=== seq_mult_booth ===
**seq_mult_booth: placed standard cells**

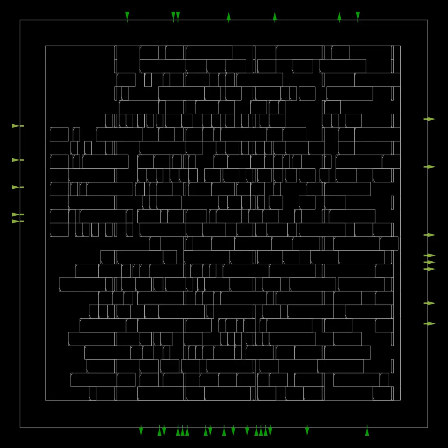

[config.mk]
export PLATFORM = sky130hd
export DESIGN_NAME = seq_mult_booth
export DESIGN_NICKNAME = d
export VERILOG_FILES = /design/src/rtl/seq_mult_pkg.sv /design/src/rtl/booth_step.sv /design/src/rtl/seq_mult_booth.sv
export SDC_FILE = /design/constraint.sdc
export NUM_CORES = 1
export LEC_CHECK = 0
export CORE_MARGIN = 5
export CORE_UTILIZATION = 55
export DETAILED_ROUTE_END_ITERATION = 8
export PLACE_DENSITY = 0.8
export RECOVER_POWER = 25
export SLEW_MARGIN = 30
export SYNTH_ARGS = -nofsm -noshare
export SYNTH_HDL_FRONTEND = slang
export SYNTH_HIERARCHICAL = 1
export SYNTH_SLANG_ARGS = --single-unit
[constraint.sdc]
create_clock -name clk -period 5.6 [get_ports clk]
set_input_delay 1.12 -clock clk [delete_from_list [all_inputs] [get_ports clk]]
set_output_delay 1.12 -clock clk [all_outputs]
set_load 0.02 [all_outputs]
[src/rtl/seq_mult_pkg.sv]
// -----------------------------------------------------------------------------
// seq_mult_pkg
//   Shared types and helpers for the radix-2 Booth sequential multiplier.
//   - state_t        : controller states (IDLE, RUN, DONE)
//   - booth_op_t     : per-step accumulator operation
//   - mult_int_width : internal operand width N = WIDTH + 1
//   - mult_ctr_width : step counter width, clog2(N)
//   - booth_decode   : maps {Q[0], q_1} onto the accumulator operation
// -----------------------------------------------------------------------------
package seq_mult_pkg;

    typedef enum logic [1:0] {
        ST_IDLE = 2'd0,
        ST_RUN  = 2'd1,
        ST_DONE = 2'd2
    } state_t;

    typedef enum logic [1:0] {
        OP_NONE = 2'd0,
        OP_ADD  = 2'd1,
        OP_SUB  = 2'd2
    } booth_op_t;

    // One guard bit on top of the operand width lets unsigned operands be
    // zero-extended into a positive two's complement value, so the same
    // signed Booth datapath serves both modes with identical step counts.
    function automatic int mult_int_width(input int width);
        return width + 1;
    endfunction

    function automatic int mult_ctr_width(input int width);
        return $clog2(width + 1);
    endfunction

    function automatic booth_op_t booth_decode(input logic q0, input logic q_1);
        booth_op_t op;
        case ({q0, q_1})
            2'b10:   op = OP_SUB;
            2'b01:   op = OP_ADD;
            default: op = OP_NONE;
        endcase
        return op;
    endfunction

endpackage

[src/rtl/booth_step.sv]
// -----------------------------------------------------------------------------
// booth_step
//   One combinational radix-2 Booth iteration: selects A-M, A+M or A from
//   {Q[0], q_1}, then arithmetically shifts {A, Q, q_1} right by one bit.
//
//   Parameters:
//     N       internal operand width (Q width); A and M are N+1 bits
//   Ports:
//     a_in    [N:0]    accumulator before the step
//     q_in    [N-1:0]  multiplier shift register before the step
//     q1_in            previous Q[0]
//     m_in    [N:0]    sign-extended multiplicand
//     a_out   [N:0]    accumulator after add/sub and shift
//     q_out   [N-1:0]  multiplier register after shift
//     q1_out           new q_1 (the bit shifted out of Q)
// -----------------------------------------------------------------------------
module booth_step
    import seq_mult_pkg::*;
#(
    parameter int N = 9
) (
    input  logic [N:0]   a_in,
    input  logic [N-1:0] q_in,
    input  logic         q1_in,
    input  logic [N:0]   m_in,
    output logic [N:0]   a_out,
    output logic [N-1:0] q_out,
    output logic         q1_out
);

    booth_op_t  op;
    logic [N:0] sum;

    assign op = booth_decode(q_in[0], q1_in);

    always_comb begin
        sum = a_in;
        case (op)
            OP_SUB:  sum = a_in - m_in;
            OP_ADD:  sum = a_in + m_in;
            default: sum = a_in;
        endcase
    end

    // Arithmetic shift of the concatenation {sum, Q, q_1}: the sign of the
    // accumulator is replicated, its LSB moves into Q, Q's LSB becomes q_1.
    assign a_out  = {sum[N], sum[N:1]};
    assign q_out  = {sum[0], q_in[N-1:1]};
    assign q1_out = q_in[0];

endmodule

[src/rtl/seq_mult_booth.sv]
// -----------------------------------------------------------------------------
// seq_mult_booth
//   Parametrised sequential multiplier using radix-2 Booth recoding. Operands
//   are captured on an accepted start, one Booth step runs per clock, and the
//   full 2*WIDTH product is held on p until the next completion.
//
//   Optional feature macro: SEQ_MULT_MODE_EN
//     defined   : is_signed port present, selects signed/unsigned per operation
//     undefined : no is_signed port, operands are always two's complement
//
//   Parameters:
//     WIDTH        operand width, 4..32
//   Ports:
//     clk          clock, rising edge
//     reset        asynchronous, active-high reset
//     start        request, honoured only in IDLE or DONE
//     a [WIDTH]    multiplier operand, sampled with start
//     b [WIDTH]    multiplicand operand, sampled with start
//     is_signed    1: two's complement, 0: unsigned (SEQ_MULT_MODE_EN only)
//     busy         high while an operation is running
//     done         one-cycle completion pulse; p valid from this cycle on
//     p [2*WIDTH]  product
//
//   State table:
//     state   | meaning
//     --------+------------------------------------------------------------
//     ST_IDLE | waiting for start
//     ST_RUN  | one Booth step per clock, ctr counts down to 0
//     ST_DONE | done pulse, result on p; start here is accepted immediately
// -----------------------------------------------------------------------------
module seq_mult_booth
    import seq_mult_pkg::*;
#(
    parameter int WIDTH = 8
) (
    input  logic               clk,
    input  logic               reset,
    input  logic               start,
    input  logic [WIDTH-1:0]   a,
    input  logic [WIDTH-1:0]   b,
`ifdef SEQ_MULT_MODE_EN
    input  logic               is_signed,
`endif
    output logic               busy,
    output logic               done,
    output logic [2*WIDTH-1:0] p
);

    localparam int N  = mult_int_width(WIDTH);
    localparam int CW = mult_ctr_width(WIDTH);

    localparam logic [CW-1:0] CTR_LOAD = CW'(N - 1);

    state_t        state;
    logic [N:0]    acc;
    logic [N-1:0]  qreg;
    logic          q1;
    logic [N:0]    mreg;
    logic [CW-1:0] ctr;

    logic          signed_mode;
    logic [N-1:0]  q_load;
    logic [N:0]    m_load;

    logic [N:0]    acc_nx;
    logic [N-1:0]  qreg_nx;
    logic          q1_nx;

`ifdef SEQ_MULT_MODE_EN
    assign signed_mode = is_signed;
`else
    assign signed_mode = 1'b1;
`endif

    // Mode only affects how the operands are extended at load time, so it is
    // inherently fixed for the rest of the operation.
    assign q_load = {signed_mode & a[WIDTH-1], a};
    assign m_load = {{2{signed_mode & b[WIDTH-1]}}, b};

    booth_step #(
        .N (N)
    ) u_step (
        .a_in   (acc),
        .q_in   (qreg),
        .q1_in  (q1),
        .m_in   (mreg),
        .a_out  (acc_nx),
        .q_out  (qreg_nx),
        .q1_out (q1_nx)
    );

    always_ff @(posedge clk or posedge reset) begin
        if (reset) begin
            state <= ST_IDLE;
            acc   <= '0;
            qreg  <= '0;
            q1    <= 1'b0;
            mreg  <= '0;
            ctr   <= '0;
            p     <= '0;
        end else begin
            case (state)
                ST_IDLE, ST_DONE: begin
                    if (start) begin
                        acc   <= '0;
                        qreg  <= q_load;
                        mreg  <= m_load;
                        q1    <= 1'b0;
                        ctr   <= CTR_LOAD;
                        state <= ST_RUN;
                    end else begin
                        state <= ST_IDLE;
                    end
                end
                ST_RUN: begin
                    acc  <= acc_nx;
                    qreg <= qreg_nx;
                    q1   <= q1_nx;
                    if (ctr == '0) begin
                        // Low 2*WIDTH bits of {A, Q} after the final step;
                        // Q is WIDTH+1 bits so only A[WIDTH-2:0] contributes.
                        p     <= {acc_nx[WIDTH-2:0], qreg_nx};
                        state <= ST_DONE;
                    end else begin
                        ctr <= ctr - 1'b1;
                    end
                end
                default: state <= ST_IDLE;
            endcase
        end
    end

    assign busy = (state == ST_RUN);
    assign done = (state == ST_DONE);

endmodule

=== wb_arbiter_32_flat ===
**config.mk**
```make
export PLATFORM = sky130hd
export DESIGN_NAME = wb_arbiter_32_flat
export DESIGN_NICKNAME = d
export VERILOG_FILES = /design/src/rtl/wb_arbiter_32_pkg.sv /design/src/rtl/wb_arbiter_32_if.sv /design/src/rtl/wb_rr_arbiter2.sv /design/src/rtl/wb_arbiter_32.sv /design/src/flat_wrapper.sv
export SDC_FILE = /design/constraint.sdc
export NUM_CORES = 1
export LEC_CHECK = 0
export CELL_PAD_IN_SITES_DETAIL_PLACEMENT = 1
export CELL_PAD_IN_SITES_GLOBAL_PLACEMENT = 2
export CORE_ASPECT_RATIO = 2
export CORE_MARGIN = 2
export CORE_UTILIZATION = 22
export DETAILED_ROUTE_END_ITERATION = 12
export GPL_TIMING_DRIVEN = 0
export PLACE_DENSITY_LB_ADDON = 0.1
export SYNTH_ARGS = -nofsm -noshare
export SYNTH_HDL_FRONTEND = slang
export SYNTH_SLANG_ARGS = --single-unit
```
**constraint.sdc**
```tcl
create_clock -name clk -period 2.55 [get_ports clk]
set_input_delay 0.6375 -clock clk [delete_from_list [all_inputs] [get_ports clk]]
set_output_delay 0.6375 -clock clk [all_outputs]
set_load 0.01 [all_outputs]
```
**src/rtl/wb_arbiter_32_pkg.sv**
```systemverilog
// -----------------------------------------------------------------------------
// wb_arbiter_32_pkg
// Shared widths, requester indices and payload type for the write-back arbiter.
// Build option: WB_RR_EN selects round-robin arbitration (see wb_rr_arbiter2).
// -----------------------------------------------------------------------------
package wb_arbiter_32_pkg;

    localparam int unsigned REG_ADDR_W = 5;
    localparam int unsigned REG_DATA_W = 32;
    localparam int unsigned NUM_REGS   = 32;

    // Requester indices into the valid/grant vectors
    localparam int unsigned REQ_MEM = 0;
    localparam int unsigned REQ_ALU = 1;

    // One write-back beat as seen by the register file
    typedef struct packed {
        logic [REG_ADDR_W-1:0] addr;
        logic [REG_DATA_W-1:0] data;
    } wb_payload_t;

endpackage

```
**src/rtl/wb_arbiter_32_if.sv**
```systemverilog
// -----------------------------------------------------------------------------
// wb_arbiter_32_if
// Valid/ready write-back request channel, one instance per requester.
//   valid : requester has a write-back pending
//   addr  : destination register
//   data  : write data
//   ready : arbiter grants the requester this cycle
// Modports: master (requester side), slave (arbiter side).
// -----------------------------------------------------------------------------
interface wb_arbiter_32_if;
    import wb_arbiter_32_pkg::*;

    logic                  valid;
    logic [REG_ADDR_W-1:0] addr;
    logic [REG_DATA_W-1:0] data;
    logic                  ready;

    modport master (output valid, output addr, output data, input ready);
    modport slave  (input valid, input addr, input data, output ready);

endinterface

```
**src/rtl/wb_rr_arbiter2.sv**
```systemverilog
// -----------------------------------------------------------------------------
// wb_rr_arbiter2
// Two-input arbiter with one-hot combinational grant.
//   clk, reset : clock / async active-high reset (present only with WB_RR_EN)
//   valid[1:0] : request lines, index REQ_MEM / REQ_ALU
//   grant[1:0] : one-hot grant, zero when nothing is requesting
// Build option WB_RR_EN: round-robin on conflict using a 1-bit pointer;
// otherwise fixed priority with REQ_MEM winning and no state at all.
// -----------------------------------------------------------------------------
module wb_rr_arbiter2
    import wb_arbiter_32_pkg::*;
(
`ifdef WB_RR_EN
    input  logic       clk,
    input  logic       reset,
`endif
    input  logic [1:0] valid,
    output logic [1:0] grant
);

`ifdef WB_RR_EN
    // Requester favoured at the next conflict
    logic prio;

    always_comb begin
        grant = valid;
        if (valid[REQ_MEM] && valid[REQ_ALU]) begin
            grant       = 2'b00;
            grant[prio] = 1'b1;
        end
    end

    // Pointer moves to the other requester after every grant
    always_ff @(posedge clk or posedge reset) begin
        if (reset) begin
            prio <= 1'(REQ_MEM);
        end else if (|grant) begin
            prio <= grant[REQ_MEM] ? 1'(REQ_ALU) : 1'(REQ_MEM);
        end
    end
`else
    always_comb begin
        grant          = 2'b00;
        grant[REQ_MEM] = valid[REQ_MEM];
        grant[REQ_ALU] = valid[REQ_ALU] & ~valid[REQ_MEM];
    end
`endif

endmodule

```
**src/rtl/wb_arbiter_32.sv**
```systemverilog
// -----------------------------------------------------------------------------
// wb_arbiter_32
// Write-back arbiter and destination scoreboard for the 32x32 register file.
//   clk, reset      : clock / async active-high reset
//   req0 (slave)    : MEM load write-back channel
//   req1 (slave)    : ALU result write-back channel
//   rsv_en/rsv_addr : issue logic reserves a destination register
//   busy[31:0]      : scoreboard, bit n set while register n has a write pending
//   D/D_En/D_Addr   : registered register-file write port
// Build option WB_RR_EN: round-robin arbitration instead of MEM priority.
// -----------------------------------------------------------------------------
module wb_arbiter_32
    import wb_arbiter_32_pkg::*;
(
    input  logic                  clk,
    input  logic                  reset,
    wb_arbiter_32_if.slave        req0,
    wb_arbiter_32_if.slave        req1,
    input  logic                  rsv_en,
    input  logic [REG_ADDR_W-1:0] rsv_addr,
    output logic [NUM_REGS-1:0]   busy,
    output logic [REG_DATA_W-1:0] D,
    output logic                  D_En,
    output logic [REG_ADDR_W-1:0] D_Addr
);

    logic [1:0]          valid;
    logic [1:0]          grant;
    logic [1:0]          xfer;
    wb_payload_t         sel;
    logic [NUM_REGS-1:0] busy_next;

    assign valid = {req1.valid, req0.valid};

    wb_rr_arbiter2 u_arb (
`ifdef WB_RR_EN
        .clk   (clk),
        .reset (reset),
`endif
        .valid (valid),
        .grant (grant)
    );

    // No grant may be seen while reset is held
    assign xfer       = grant & {2{~reset}};
    assign req0.ready = xfer[REQ_MEM];
    assign req1.ready = xfer[REQ_ALU];

    // Payload of the granted requester
    always_comb begin
        sel.addr = req0.addr;
        sel.data = req0.data;
        if (xfer[REQ_ALU]) begin
            sel.addr = req1.addr;
            sel.data = req1.data;
        end
    end

    // Completing write clears, new reservation sets; set is applied last so it wins
    always_comb begin
        busy_next = busy;
        if ((|xfer) && (sel.addr != '0)) begin
            busy_next[sel.addr] = 1'b0;
        end
        if (rsv_en && (rsv_addr != '0)) begin
            busy_next[rsv_addr] = 1'b1;
        end
        busy_next[0] = 1'b0;
    end

    // Register-file write stage and scoreboard state
    always_ff @(posedge clk or posedge reset) begin
        if (reset) begin
            D      <= '0;
            D_Addr <= '0;
            D_En   <= 1'b0;
            busy   <= '0;
        end else begin
            busy <= busy_next;
            if (|xfer) begin
                D      <= sel.data;
                D_Addr <= sel.addr;
                D_En   <= (sel.addr != '0);
            end else begin
                D_En   <= 1'b0;
            end
        end
    end

endmodule

```
**src/flat_wrapper.sv**
```systemverilog
// flat-port wrapper written by rule: the top's interface ports become plain ports
module wb_arbiter_32_flat import wb_arbiter_32_pkg::*;
  (clk, reset, rsv_en, rsv_addr, busy, D, D_En, D_Addr, req0_valid, req0_addr, req0_data, req0_ready, req1_valid, req1_addr, req1_data, req1_ready);
  wb_arbiter_32_if req0_i ();
  wb_arbiter_32_if req1_i ();
  input  logic clk;
  input  logic reset;
  input  logic rsv_en;
  input  logic [REG_ADDR_W-1:0] rsv_addr;
  output logic [NUM_REGS-1:0] busy;
  output logic [REG_DATA_W-1:0] D;
  output logic D_En;
  output logic [REG_ADDR_W-1:0] D_Addr;
  input wire logic [$bits(req0_i.valid)-1:0] req0_valid;
  input wire logic [$bits(req0_i.addr)-1:0] req0_addr;
  input wire logic [$bits(req0_i.data)-1:0] req0_data;
  output wire logic [$bits(req0_i.ready)-1:0] req0_ready;
  input wire logic [$bits(req1_i.valid)-1:0] req1_valid;
  input wire logic [$bits(req1_i.addr)-1:0] req1_addr;
  input wire logic [$bits(req1_i.data)-1:0] req1_data;
  output wire logic [$bits(req1_i.ready)-1:0] req1_ready;
  assign req0_i.valid = req0_valid;
  assign req0_i.addr = req0_addr;
  assign req0_i.data = req0_data;
  assign req0_ready = req0_i.ready;
  assign req1_i.valid = req1_valid;
  assign req1_i.addr = req1_addr;
  assign req1_i.data = req1_data;
  assign req1_ready = req1_i.ready;
  wb_arbiter_32 u_core (.clk(clk), .reset(reset), .req0(req0_i), .req1(req1_i), .rsv_en(rsv_en), .rsv_addr(rsv_addr), .busy(busy), .D(D), .D_En(D_En), .D_Addr(D_Addr));
endmodule
```
=== fp_div_seq_flat ===
<file path="src/rtl/fp_div_seq_pkg.sv">
// Shared FP types: FSM state encoding, status-flag bundle and format helpers.
package fp_div_seq_pkg;

    localparam int FP_EXP_DEFAULT = 8;
    localparam int FP_MAN_DEFAULT = 23;

    typedef enum logic [1:0] {
        IDLE,
        DIV,
        NORM,
        DONE
    } fp_state_e;

    typedef struct packed {
        logic inf;
        logic nan;
        logic zero;
        logic overflow;
        logic underflow;
    } fp_flags_t;

    function automatic int fp_bias(input int exp_w);
        return 2 ** (exp_w - 1) - 1;
    endfunction

endpackage

</file>
<file path="src/rtl/fp_div_seq_if.sv">
// Request/response bundle for the sequential FP divider.
interface fp_div_seq_if
    import fp_div_seq_pkg::*;
#(
    parameter int EXP = FP_EXP_DEFAULT,
    parameter int MAN = FP_MAN_DEFAULT
);
    localparam int BITS = MAN + EXP + 1;

    logic            start;
    logic [BITS-1:0] X;
    logic [BITS-1:0] Y;
    logic            busy;
    logic            done;
    logic [BITS-1:0] result;
    logic            inf;
    logic            nan;
    logic            zero;
    logic            overflow;
    logic            underflow;

    modport master (
        output start, X, Y,
        input  busy, done, result, inf, nan, zero, overflow, underflow
    );

    modport slave (
        input  start, X, Y,
        output busy, done, result, inf, nan, zero, overflow, underflow
    );

endinterface

</file>
<file path="src/rtl/fp_div_seq_classify.sv">
// Per-operand classification; exponent 0 is flushed to zero (no denormals).
module fp_div_seq_classify #(
    parameter int EXP = 8,
    parameter int MAN = 23
) (
    input  logic [EXP-1:0] exp_i,
    input  logic [MAN-1:0] frac_i,
    output logic           is_zero_o,
    output logic           is_inf_o,
    output logic           is_nan_o
);

    logic exp_ones;

    assign exp_ones  = (exp_i == '1);
    assign is_zero_o = (exp_i == '0);
    assign is_inf_o  = exp_ones && (frac_i == '0);
    assign is_nan_o  = exp_ones && (frac_i != '0);

endmodule

</file>
<file path="src/rtl/fp_div_seq.sv">
// Sequential FP divider: radix-2 restoring mantissa division, one quotient bit per clock.
module fp_div_seq
    import fp_div_seq_pkg::*;
#(
    parameter int EXP = FP_EXP_DEFAULT,
    parameter int MAN = FP_MAN_DEFAULT
) (
    input logic        clk,
    input logic        reset,
    fp_div_seq_if.slave bus
);

    localparam int BITS = MAN + EXP + 1;
    localparam int BIAS = fp_bias(EXP);
    localparam int CW   = $clog2(MAN + 2);
    localparam logic [EXP-1:0]  E_B  = '1;
    localparam logic [BITS-1:0] QNAN = {1'b0, E_B, 1'b1, {(MAN-1){1'b0}}};

    fp_state_e              state_q, state_d;
    logic                   sign_q, sign_d;
    logic [MAN+2:0]         rem_q, rem_d;
    logic [MAN:0]           dvs_q, dvs_d;
    logic [MAN+1:0]         quo_q, quo_d;
    logic signed [EXP+1:0]  exp_q, exp_d;
    logic [CW-1:0]          cnt_q, cnt_d;
    logic [BITS-1:0]        res_q, res_d;
    fp_flags_t              flg_q, flg_d;

    logic x_zero, x_inf, x_nan;
    logic y_zero, y_inf, y_nan;
    logic nan_case, inf_case, is_special;

    logic signed [EXP+1:0]  exp_n;
    logic [MAN-1:0]         frac_n;
    logic                   ovf_n, unf_n;
    logic [MAN+2:0]         dvs_ext;

    fp_div_seq_classify #(.EXP(EXP), .MAN(MAN)) u_cls_x (
        .exp_i     (bus.X[BITS-2:MAN]),
        .frac_i    (bus.X[MAN-1:0]),
        .is_zero_o (x_zero),
        .is_inf_o  (x_inf),
        .is_nan_o  (x_nan)
    );

    fp_div_seq_classify #(.EXP(EXP), .MAN(MAN)) u_cls_y (
        .exp_i     (bus.Y[BITS-2:MAN]),
        .frac_i    (bus.Y[MAN-1:0]),
        .is_zero_o (y_zero),
        .is_inf_o  (y_inf),
        .is_nan_o  (y_nan)
    );

    // Priority: NaN cases first, then infinities, remaining specials are zero results.
    assign nan_case   = x_nan || y_nan || (x_zero && y_zero) || (x_inf && y_inf);
    assign inf_case   = x_inf || y_zero;
    assign is_special = nan_case || inf_case || x_zero || y_inf;

    assign dvs_ext = {2'b00, dvs_q};

    always_comb begin
        if (quo_q[MAN+1]) begin
            exp_n  = exp_q;
            frac_n = quo_q[MAN:1];
        end else begin
            exp_n  = exp_q - (EXP+2)'(1);
            frac_n = quo_q[MAN-1:0];
        end
    end

    assign ovf_n = !exp_n[EXP+1] && (exp_n[EXP:0] >= (EXP+1)'(2 ** EXP - 1));
    assign unf_n = exp_n[EXP+1] || (exp_n == '0);

    always_comb begin
        state_d = state_q;
        sign_d  = sign_q;
        rem_d   = rem_q;
        dvs_d   = dvs_q;
        quo_d   = quo_q;
        exp_d   = exp_q;
        cnt_d   = cnt_q;
        res_d   = res_q;
        flg_d   = flg_q;

        case (state_q)
            IDLE: begin
                if (bus.start) begin
                    sign_d = bus.X[BITS-1] ^ bus.Y[BITS-1];
                    if (is_special) begin
                        state_d = DONE;
                        flg_d   = '0;
                        if (nan_case) begin
                            res_d     = QNAN;
                            flg_d.nan = 1'b1;
                        end else if (inf_case) begin
                            res_d     = {sign_d, E_B, {MAN{1'b0}}};
                            flg_d.inf = 1'b1;
                        end else begin
                            res_d      = {sign_d, {(BITS-1){1'b0}}};
                            flg_d.zero = 1'b1;
                        end
                    end else begin
                        state_d = DIV;
                        rem_d   = {2'b00, 1'b1, bus.X[MAN-1:0]};
                        dvs_d   = {1'b1, bus.Y[MAN-1:0]};
                        quo_d   = '0;
                        cnt_d   = '0;
                        exp_d   = $signed({2'b00, bus.X[BITS-2:MAN]})
                                - $signed({2'b00, bus.Y[BITS-2:MAN]})
                                + (EXP+2)'(BIAS);
                    end
                end
            end
            DIV: begin
                if (rem_q >= dvs_ext) begin
                    quo_d = {quo_q[MAN:0], 1'b1};
                    rem_d = (rem_q - dvs_ext) << 1;
                end else begin
                    quo_d = {quo_q[MAN:0], 1'b0};
                    rem_d = rem_q << 1;
                end
                cnt_d = cnt_q + CW'(1);
                if (cnt_q == CW'(MAN + 1)) begin
                    state_d = NORM;
                end
            end
            NORM: begin
                state_d = DONE;
                flg_d   = '0;
                if (ovf_n) begin
                    res_d          = {sign_q, E_B, {MAN{1'b0}}};
                    flg_d.overflow = 1'b1;
                end else if (unf_n) begin
                    res_d           = {sign_q, {(BITS-1){1'b0}}};
                    flg_d.underflow = 1'b1;
                end else begin
                    res_d = {sign_q, exp_n[EXP-1:0], frac_n};
                end
            end
            DONE: begin
                state_d = IDLE;
            end
            default: begin
                state_d = IDLE;
            end
        endcase
    end

    always_ff @(posedge clk or posedge reset) begin
        if (reset) begin
            state_q <= IDLE;
            sign_q  <= 1'b0;
            rem_q   <= '0;
            dvs_q   <= '0;
            quo_q   <= '0;
            exp_q   <= '0;
            cnt_q   <= '0;
            res_q   <= '0;
            flg_q   <= '0;
        end else begin
            state_q <= state_d;
            sign_q  <= sign_d;
            rem_q   <= rem_d;
            dvs_q   <= dvs_d;
            quo_q   <= quo_d;
            exp_q   <= exp_d;
            cnt_q   <= cnt_d;
            res_q   <= res_d;
            flg_q   <= flg_d;
        end
    end

    assign bus.busy      = (state_q != IDLE);
    assign bus.done      = (state_q == DONE);
    assign bus.result    = res_q;
    assign bus.inf       = flg_q.inf;
    assign bus.nan       = flg_q.nan;
    assign bus.zero      = flg_q.zero;
    assign bus.overflow  = flg_q.overflow;
    assign bus.underflow = flg_q.underflow;

endmodule

</file>
<file path="src/flat_wrapper.sv">
// flat-port wrapper written by rule: the top's interface ports become plain ports
module fp_div_seq_flat import fp_div_seq_pkg::*;
#(
    parameter int EXP = FP_EXP_DEFAULT,
    parameter int MAN = FP_MAN_DEFAULT
)
  (clk, reset, bus_start, bus_X, bus_Y, bus_busy, bus_done, bus_result, bus_inf, bus_nan, bus_zero, bus_overflow, bus_underflow);
  fp_div_seq_if #(.EXP(EXP), .MAN(MAN)) bus_i ();
  input logic clk;
  input logic reset;
  input wire logic [$bits(bus_i.start)-1:0] bus_start;
  input wire logic [$bits(bus_i.X)-1:0] bus_X;
  input wire logic [$bits(bus_i.Y)-1:0] bus_Y;
  output wire logic [$bits(bus_i.busy)-1:0] bus_busy;
  output wire logic [$bits(bus_i.done)-1:0] bus_done;
  output wire logic [$bits(bus_i.result)-1:0] bus_result;
  output wire logic [$bits(bus_i.inf)-1:0] bus_inf;
  output wire logic [$bits(bus_i.nan)-1:0] bus_nan;
  output wire logic [$bits(bus_i.zero)-1:0] bus_zero;
  output wire logic [$bits(bus_i.overflow)-1:0] bus_overflow;
  output wire logic [$bits(bus_i.underflow)-1:0] bus_underflow;
  assign bus_i.start = bus_start;
  assign bus_i.X = bus_X;
  assign bus_i.Y = bus_Y;
  assign bus_busy = bus_i.busy;
  assign bus_done = bus_i.done;
  assign bus_result = bus_i.result;
  assign bus_inf = bus_i.inf;
  assign bus_nan = bus_i.nan;
  assign bus_zero = bus_i.zero;
  assign bus_overflow = bus_i.overflow;
  assign bus_underflow = bus_i.underflow;
  fp_div_seq #(.EXP(EXP), .MAN(MAN)) u_core (.clk(clk), .reset(reset), .bus(bus_i));
endmodule
</file>
<file path="config.mk">
export PLATFORM = sky130hd
export DESIGN_NAME = fp_div_seq_flat
export DESIGN_NICKNAME = d
export VERILOG_FILES = /design/src/rtl/fp_div_seq_pkg.sv /design/src/rtl/fp_div_seq_if.sv /design/src/rtl/fp_div_seq_classify.sv /design/src/rtl/fp_div_seq.sv /design/src/flat_wrapper.sv
export SDC_FILE = /design/constraint.sdc
export NUM_CORES = 1
export LEC_CHECK = 0
export CELL_PAD_IN_SITES_DETAIL_PLACEMENT = 1
export CELL_PAD_IN_SITES_GLOBAL_PLACEMENT = 2
export CORE_ASPECT_RATIO = 0.6
export CORE_UTILIZATION = 34
export DETAILED_ROUTE_END_ITERATION = 6
export HOLD_SLACK_MARGIN = 0.02
export MAX_ROUTING_LAYER = met4
export PLACE_DENSITY = 0.87
export SLEW_MARGIN = 20
export SYNTH_ARGS = -nofsm -noshare
export SYNTH_HDL_FRONTEND = slang
export SYNTH_SLANG_ARGS = --single-unit
</file>
<file path="constraint.sdc">
create_clock -name clk -period 5.85 [get_ports clk]
set_input_delay 1.17 -clock clk [delete_from_list [all_inputs] [get_ports clk]]
set_output_delay 1.17 -clock clk [all_outputs]
set_load 0.02 [all_outputs]
</file>
**fp_div_seq_flat: wiring heat map**

20 x 12 tiles, from dark blue (low) to red (high), scaled to the fullest tile. Values are wire area over tile area, all layers added.
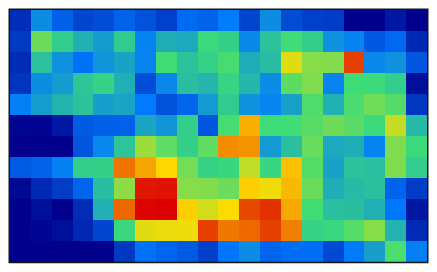
emptiest ninth of the die: bottom left
tiles over half the peak: 28%
densest ninth of the die: bottom middle
detailed-route wire length: 26100 um
all-layer global routing usage: 0.230
via total after detailed routing: 7429

==> impl_metrics.py, fp_div_seq_flat <==
# Synthesis and PnR figures
metrics = {
    "final_timing": {
        "final.setup.tns_ps": 0,
    },
    "yosys": {
        "synthXorXnorAreaFrac": 0.0347,
        "synthFlopType": "dfrtp_1",
        "yosys.stat.chipArea_sq_mm": 0.00808,
        "syn-mean-instance-area_sq_um": 8.45,
    },
    "clocking": {
        "post_cts_sizing_count": 0,
        "postCtsHoldBufs": 0,
        "tritoncts_clock_tree": "built",
    },
    "final_layout": {
        "clock_tree_area_fraction": 0.0590,
        "comb_area_share": 0.442,
        "finalCoreUtilization": 0.433,
        "area_dominant_class": "logic gates",
    },
    "run_status": {
        "outcome": "finished clean",
    },
    "worst_setup_path": {
        "timing_worst_setup_path_type": "reg -> reg",
        "cp-start-kind": "flip-flop",
        "path_depth": 11,
    },
    "routing": {
        "post-route-drc-count": 0,
        "ant_nets": 0,
        "detail_route_met2_wl_um": 10000,
        "drt-vias-per-instance": 5.43,
    },
    "grt": {
        "grt_met2_use": 0.294,
        "grt_max_degree": 70,
        "grt_pass1_wl_um": 42400,
    },
    "placement": {
        "portBuffers": 105,
        "placement.setup.worst_slack_ps": 1580,
        "dpl.hpwl_um": 19100,
    },
    "floorplanning": {
        "tapcell.inserted": 315,
    },
}
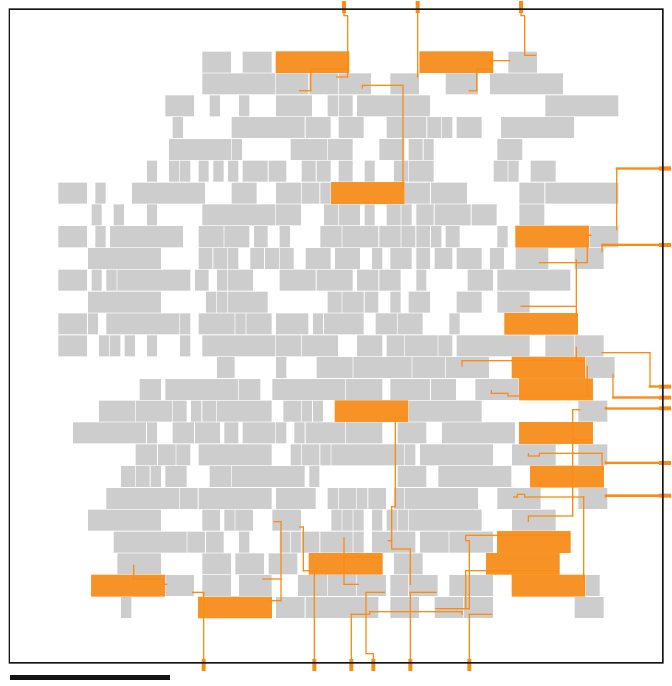
**Above:** seq_mult_booth (wires at chosen ports, followed through buffers).
Scale bar: 20 um.
legend:
  p:
    colour: orange
    bits: 16
    direction: output
    end_cells: 16
    buffers: 16
    wire: 414 um
boundary pin count: 37
number of port buffers: 36

Notes on 'placed standard cells' of seq_mult_booth above:
flop count: 50
number of cell rows: 26
Core Footprint: 0.00501 sq mm
proportion of cell area occupied by registers: 0.389

==> impl_metrics.py, seq_mult_booth <==
# Synthesis and PnR figures
metrics = {
    "final_timing": {
        "worst_hold_slack_after_final_layout_ps": 511,
        "final.period_utilization": 0.612,
        "final_max_slew_viol_count": 51,
    },
    "grt": {
        "antenna_violations_before_repair": 0,
    },
    "routing": {
        "routed_wl_um": 5500,
        "ant_nets": 0,
    },
    "worst_setup_path": {
        "library_cell_contributing_the_largest_single_delay_on_the_critical_path": "clkdlybuf4s50_1",
        "critical_path.startpoint": "state[1]",
        "worst-r2r-setup-slack_ps": 2550,
    },
    "placement": {
        "dpl-instance-area_sq_mm": 0.00312,
        "dpl.hpwl_um": 4030,
        "globalplace.congestion": 0.898,
    },
    "final_layout": {
        "final_layout_size_suffix_gt1_frac": 0.124,
    },
    "yosys": {
        "synthXorXnorAreaFrac": 0.0470,
        "post_synth_instance_area_sq_mm": 0.00280,
        "synth.largest_area_cell": "dfrtp_1",
    },
    "job": {
        "maxCapViolations": 1,
    },
    "run_status": {
        "outcome": "finished, violations left",
        "failed_checks": "capacitance limit, slew limit",
    },
    "floorplanning": {
        "die_y_um": 81.3,
    },
    "clocking": {
        "cts.repair_timing.setup_buffer_count": 0,
    },
}
**wb_arbiter_32_flat: wiring heat map**

19 x 37 tiles, from dark blue (low) to red (high), scaled to the fullest tile. Values are wire area over tile area, all layers added.
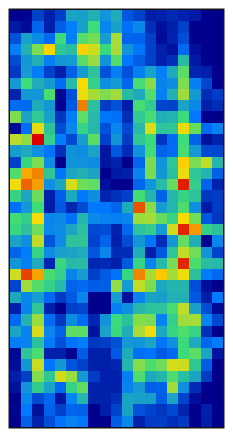
tiles over half the peak: 17%
nearly empty tiles: 7.4%
fullest tile: 0.41
mean over tiles: 0.13
all-layer global routing usage: 0.165
Wirelength per Cell: 19.1 um
via total after detailed routing: 3523
detailed-route wire length: 14100 um

**wb_arbiter_32_flat: wires at chosen ports, followed through buffers**

Scale bar: 20 um.
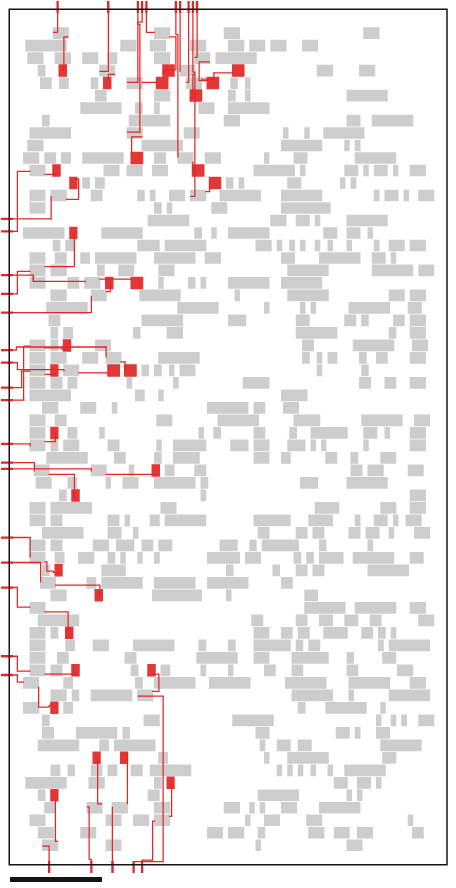
legend:
  req1_data:
    colour: red
    bits: 32
    direction: input
    end_cells: 32
    buffers: 32
    wire: 712 um
boundary pin count: 156
number of port buffers: 146

==> impl_metrics.py, wb_arbiter_32_flat <==
# Synthesis and PnR figures
metrics = {
    "run_status": {
        "outcome": "finished clean",
    },
    "job": {
        "tool_warnings": 27,
    },
    "final_layout": {
        "num-nonclk-buffers": 175,
        "final_layout_size_suffix_gt1_frac": 0.0950,
        "finalCoreUtilization": 0.355,
        "logic_gate_count": 251,
        "non_clock_buffer_area_share": 0.289,
        "layout.filler_cells": 1842,
    },
    "final_timing": {
        "report.final.setup_viol": 0,
        "achievable-frequency_ghz": 0.404,
        "final_max_slew_viol_count": 0,
    },
    "placement": {
        "place.detailed.instances": 725,
    },
    "grt": {
        "grt_max_degree": 32,
        "grt_pass1_wl_um": 21700,
        "grt_met2_use": 0.318,
        "gr-usage-met1": 0.169,
        "number_of_global_route_vias_before_repair": 3820,
    },
    "yosys": {
        "post_synth_main_logic_family": "AND-OR/OR-AND gates",
        "ys_sh_adder": 0,
        "top_cells_by_instance_count_after_synthesis": "69 x dfrtp_1, 41 x nand2_1, 40 x o21ai_0",
        "ys_cells": 373,
        "synthXorXnorAreaFrac": 0,
    },
    "clocking": {
        "cts.repair_timing.setup_buffer_count": 0,
        "cts.clk_slew.worst_paths_ps": 60,
        "ctsHtreeMaxLevel": 3,
    },
    "worst_setup_path": {
        "library_cell_contributing_the_largest_single_delay_on_the_critical_path": "or3b_1",
        "worst-r2r-setup-slack_ps": 1650,
        "maximum_cell_stage_delay_along_the_critical_path_ps": 390,
        "worstPathArrival_ps": 1840,
        "critical_path.reg2reg.startpoint": "u_core.D[18]",
    },
    "floorplanning": {
        "die_w_um": 95.0,
        "std_cell_rows": 66,
    },
    "routing": {
        "post-route-drc-count": 0,
    },
}

==> layout pictures side by side <==
PDN straps and rails.
Plate I
Scale bar: 20 um. Pins as bars on the die edge. Tap cells in grey.
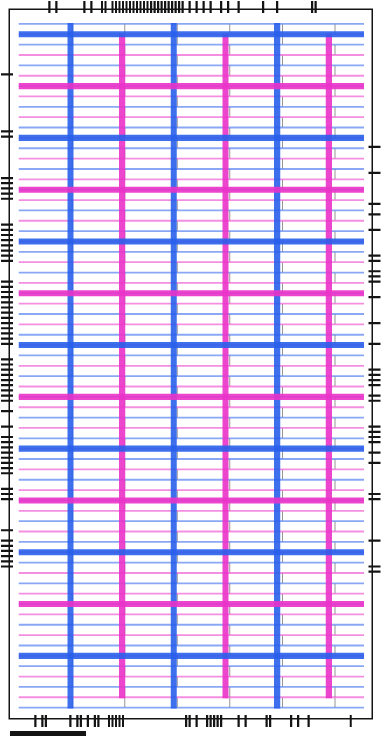
Plate II
Scale bar: 20 um. Pins as bars on the die edge. Tap cells in grey.
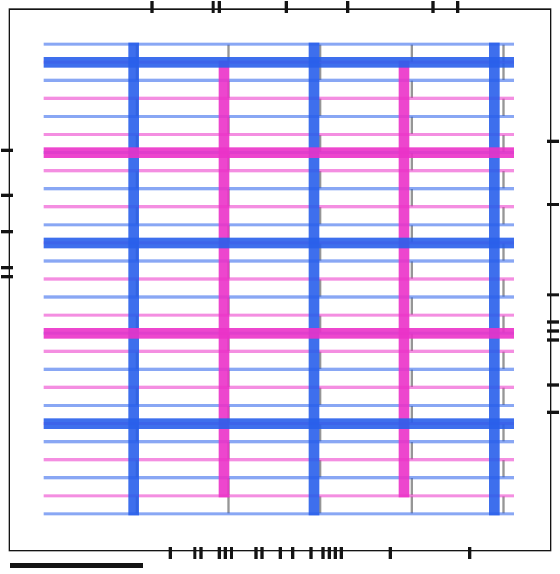
Plate III
Scale bar: 50 um. Pins as bars on the die edge. Tap cells in grey.
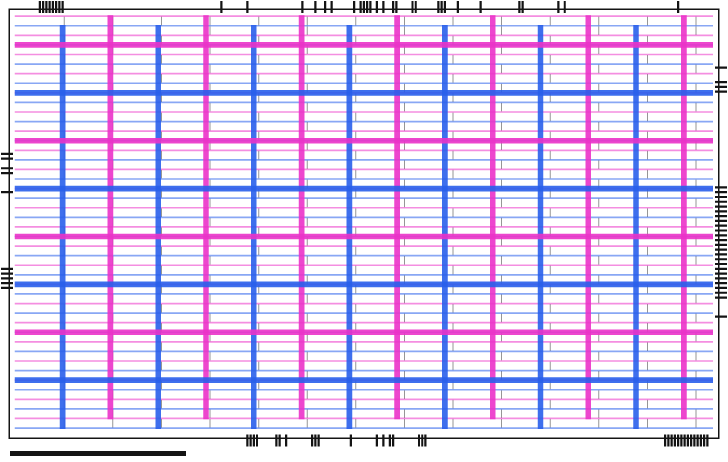
Plate II is seq_mult_booth.
Plate I is wb_arbiter_32_flat.
Plate III is fp_div_seq_flat.
- smallest die: Plate II
- fewest pins: Plate II


=== aes_core_arbiter ===
<file path="src/rtl/aes_core_arbiter.sv">
// Round-robin arbiter sharing one AES_top core between two job requesters (ch0, ch1).
// Optional watchdog abort of a stalled core: define AES_ARB_TIMEOUT_EN.
module aes_core_arbiter #(
  parameter int TIMEOUT_CYC = 64,
  parameter int TO_W        = 7
) (
  input  logic         AES_clk,
  input  logic         AES_rst_n,
  input  logic         req0_valid,
  output logic         req0_ready,
  input  logic [127:0] req0_data,
  input  logic [127:0] req0_key,
  input  logic         req1_valid,
  output logic         req1_ready,
  input  logic [127:0] req1_data,
  input  logic [127:0] req1_key,
  output logic         rsp_valid,
  input  logic         rsp_ready,
  output logic [127:0] rsp_data,
  output logic         rsp_id,
  output logic         rsp_err,
  output logic         busy,
  output logic         core_en,
  output logic [127:0] core_data_in,
  output logic [127:0] core_key_in,
  input  logic [127:0] core_data_out,
  input  logic         core_data_out_valid
);

`ifdef AES_ARB_TIMEOUT_EN
  localparam bit TO_ON = 1'b1;
`else
  localparam bit TO_ON = 1'b0;
`endif
  localparam logic [TO_W-1:0] TO_LIM = TO_W'(TIMEOUT_CYC);

  typedef enum logic [1:0] {IDLE, RUN, RESP, GAP} state_e;

  state_e       state_q, state_d;
  logic         rr_q, rr_d, gid_q, gid_d, rerr_q, rerr_d;
  logic [127:0] din_q, din_d, key_q, key_d, rdat_q, rdat_d;
  logic [TO_W-1:0] cnt_q, cnt_d;
  logic         grant_vld, grant_id, timeout;

  // rr_q names the preferred channel; fall back to the other one.
  always_comb begin
    grant_vld = 1'b0;
    grant_id  = rr_q;
    if (rr_q ? req1_valid : req0_valid) begin
      grant_vld = 1'b1;
      grant_id  = rr_q;
    end else if (rr_q ? req0_valid : req1_valid) begin
      grant_vld = 1'b1;
      grant_id  = ~rr_q;
    end
  end

  assign timeout = TO_ON && (cnt_q >= TO_LIM);

  always_ff @(posedge AES_clk) begin
    if (!AES_rst_n) begin
      state_q <= IDLE;
      rr_q    <= 1'b0;
      gid_q   <= 1'b0;
      rerr_q  <= 1'b0;
      din_q   <= '0;
      key_q   <= '0;
      rdat_q  <= '0;
      cnt_q   <= '0;
    end else begin
      state_q <= state_d;
      rr_q    <= rr_d;
      gid_q   <= gid_d;
      rerr_q  <= rerr_d;
      din_q   <= din_d;
      key_q   <= key_d;
      rdat_q  <= rdat_d;
      cnt_q   <= cnt_d;
    end
  end

  always_comb begin
    state_d = state_q;
    rr_d    = rr_q;
    gid_d   = gid_q;
    rerr_d  = rerr_q;
    din_d   = din_q;
    key_d   = key_q;
    rdat_d  = rdat_q;
    cnt_d   = cnt_q;
    case (state_q)
      IDLE: if (grant_vld) begin
        state_d = RUN;
        gid_d   = grant_id;
        rr_d    = ~grant_id;
        din_d   = grant_id ? req1_data : req0_data;
        key_d   = grant_id ? req1_key  : req0_key;
        cnt_d   = '0;
      end
      RUN: begin
        if (cnt_q != '1) cnt_d = cnt_q + 1'b1;
        // A real result beats a watchdog expiry in the same cycle.
        if (core_data_out_valid) begin
          state_d = RESP;
          rdat_d  = core_data_out;
          rerr_d  = 1'b0;
        end else if (timeout) begin
          state_d = RESP;
          rdat_d  = '0;
          rerr_d  = 1'b1;
        end
      end
      RESP: if (rsp_ready) state_d = GAP;
      GAP:  state_d = IDLE;
      default: state_d = IDLE;
    endcase
  end

  always_comb begin
    req0_ready = 1'b0;
    req1_ready = 1'b0;
    core_en    = 1'b0;
    rsp_valid  = 1'b0;
    case (state_q)
      IDLE: begin
        req0_ready = grant_vld & ~grant_id;
        req1_ready = grant_vld &  grant_id;
      end
      RUN:  core_en   = 1'b1;
      RESP: rsp_valid = 1'b1;
      default: ;
    endcase
  end

  assign busy         = (state_q != IDLE);
  assign core_data_in = din_q;
  assign core_key_in  = key_q;
  assign rsp_data     = rdat_q;
  assign rsp_id       = gid_q;
  assign rsp_err      = rerr_q;

endmodule

</file>
<file path="config.mk">
export PLATFORM = sky130hd
export DESIGN_NAME = aes_core_arbiter
export DESIGN_NICKNAME = d
export VERILOG_FILES = /design/src/rtl/aes_core_arbiter.sv
export SDC_FILE = /design/constraint.sdc
export NUM_CORES = 1
export LEC_CHECK = 0
export CAP_MARGIN = 20
export CORE_AREA = 5 5 398 400
export DETAILED_ROUTE_END_ITERATION = 7
export DIE_AREA = 0 0 403 405
export GPL_ROUTABILITY_DRIVEN = 0
export PLACE_DENSITY_LB_ADDON = 0.1
export SETUP_SLACK_MARGIN = 0.15
export SLEW_MARGIN = 25
export SYNTH_ARGS = -nofsm -noshare
export SYNTH_HDL_FRONTEND = slang
export SYNTH_SLANG_ARGS = --single-unit
export TNS_END_PERCENT = 50
</file>
<file path="constraint.sdc">
create_clock -name AES_clk -period 3.7 [get_ports AES_clk]
set_input_delay 0.74 -clock AES_clk [delete_from_list [all_inputs] [get_ports AES_clk]]
set_output_delay 0.74 -clock AES_clk [all_outputs]
set_load 0.02 [all_outputs]
</file>
**aes_core_arbiter: PDN straps and rails**

Scale bar: 100 um. Pins as bars on the die edge. Tap cells in grey.
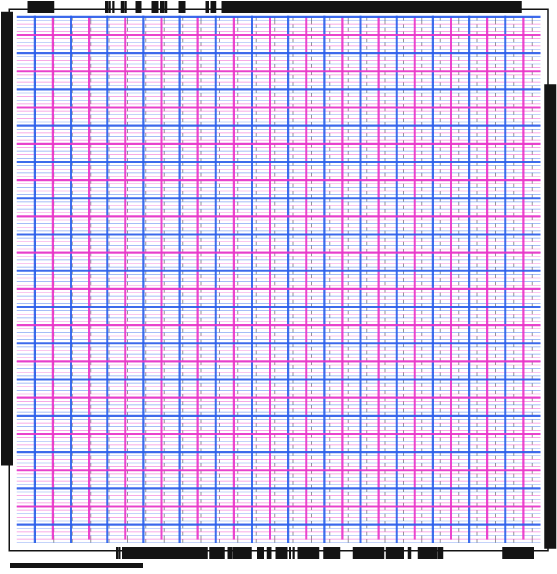
legend:
  VDD:
    colour: magenta
  VSS:
    colour: blue
rows: 145
met4 straps: 28
met1 rails: 146
met5 straps: 29
Die Ht: 405 um
Core Footprint: 0.155 sq mm
Max rail drop VDD: 356 uV

**aes_core_arbiter: placed cells, one colour a class**

Fill, decap, tap and diode cells in grey.
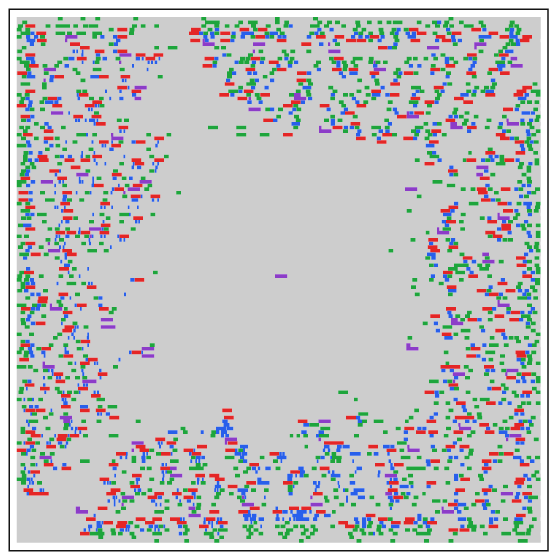
legend:
  remaining logic cells:
    colour: blue
    cells: 1000
  clock drivers and dummy loads:
    colour: purple
    cells: 107
  remaining buffers and delay cells:
    colour: green
    cells: 1077
  sequential cells:
    colour: red
    cells: 388
final core area utilization: 0.193
number of cell rows: 145

==> impl_metrics.py <==
# Synthesis and PnR figures
metrics = {
    "run_status": {
        "outcome": "finished clean",
    },
    "final_layout": {
        "number_of_clock_buffers_in_the_layout": 93,
        "n_sequential_cell": 388,
        "stdcell_area_sq_mm": 0.0299,
        "most-common-layout-cells": "1033 x clkdlybuf4s50_1, 388 x dfxtp_1, 256 x nand2_1",
    },
    "worst_setup_path": {
        "maximum_fanout_along_the_worst_path": 6,
        "setup.worst_path.end": "req1_ready",
    },
    "power_and_ir_drop": {
        "clock_power_share": 0.290,
        "p_sw_w": 0.00731,
        "power_combinational_w": 0.00764,
    },
    "placement": {
        "place.detailed.instances": 4523,
    },
    "yosys": {
        "synth-edff-count": 0,
        "synthFlopType": "dfxtp_1",
    },
    "clocking": {
        "post_cts_sizing_count": 0,
        "cts.sink_count": 388,
    },
    "hold_path": {
        "worstHoldStart": "rsp_data[14]",
        "worst_hold_path_stage_count": 2,
    },
    "final_timing": {
        "worst_hold_slack_after_final_layout_ps": 453,
    },
    "grt": {
        "grt_pass1_wl_um": 160000,
        "gr-total-overflow": 0,
    },
    "routing": {
        "detail_route_met2_wl_um": 60800,
    },
}


==> layout pictures side by side <==
Placed cells, one colour a class.
Fill, decap, tap and diode cells in grey.
panel A
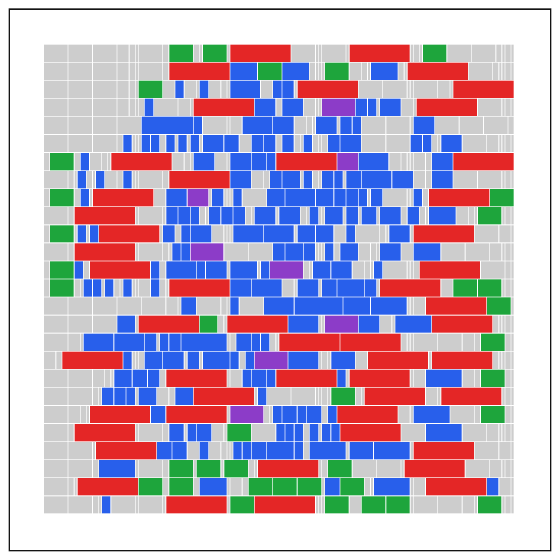
panel B
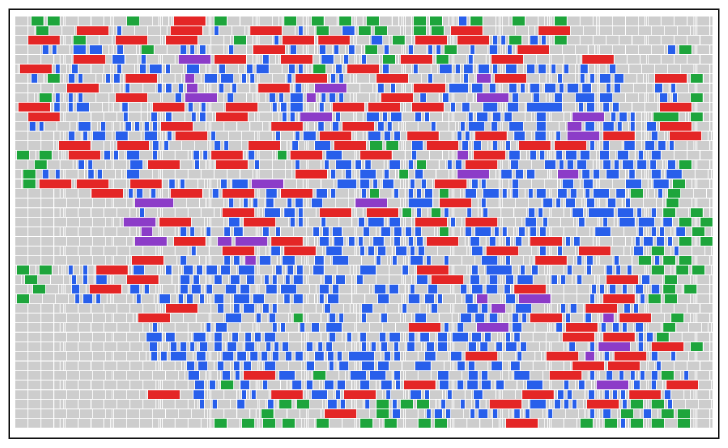
panel C
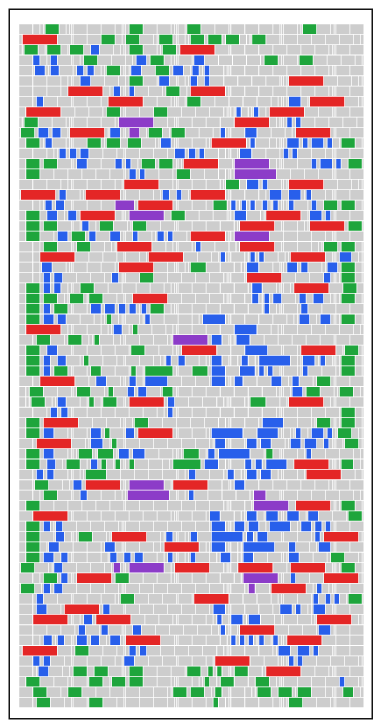
fp_div_seq_flat is panel B.
wb_arbiter_32_flat is panel C.
seq_mult_booth is panel A.

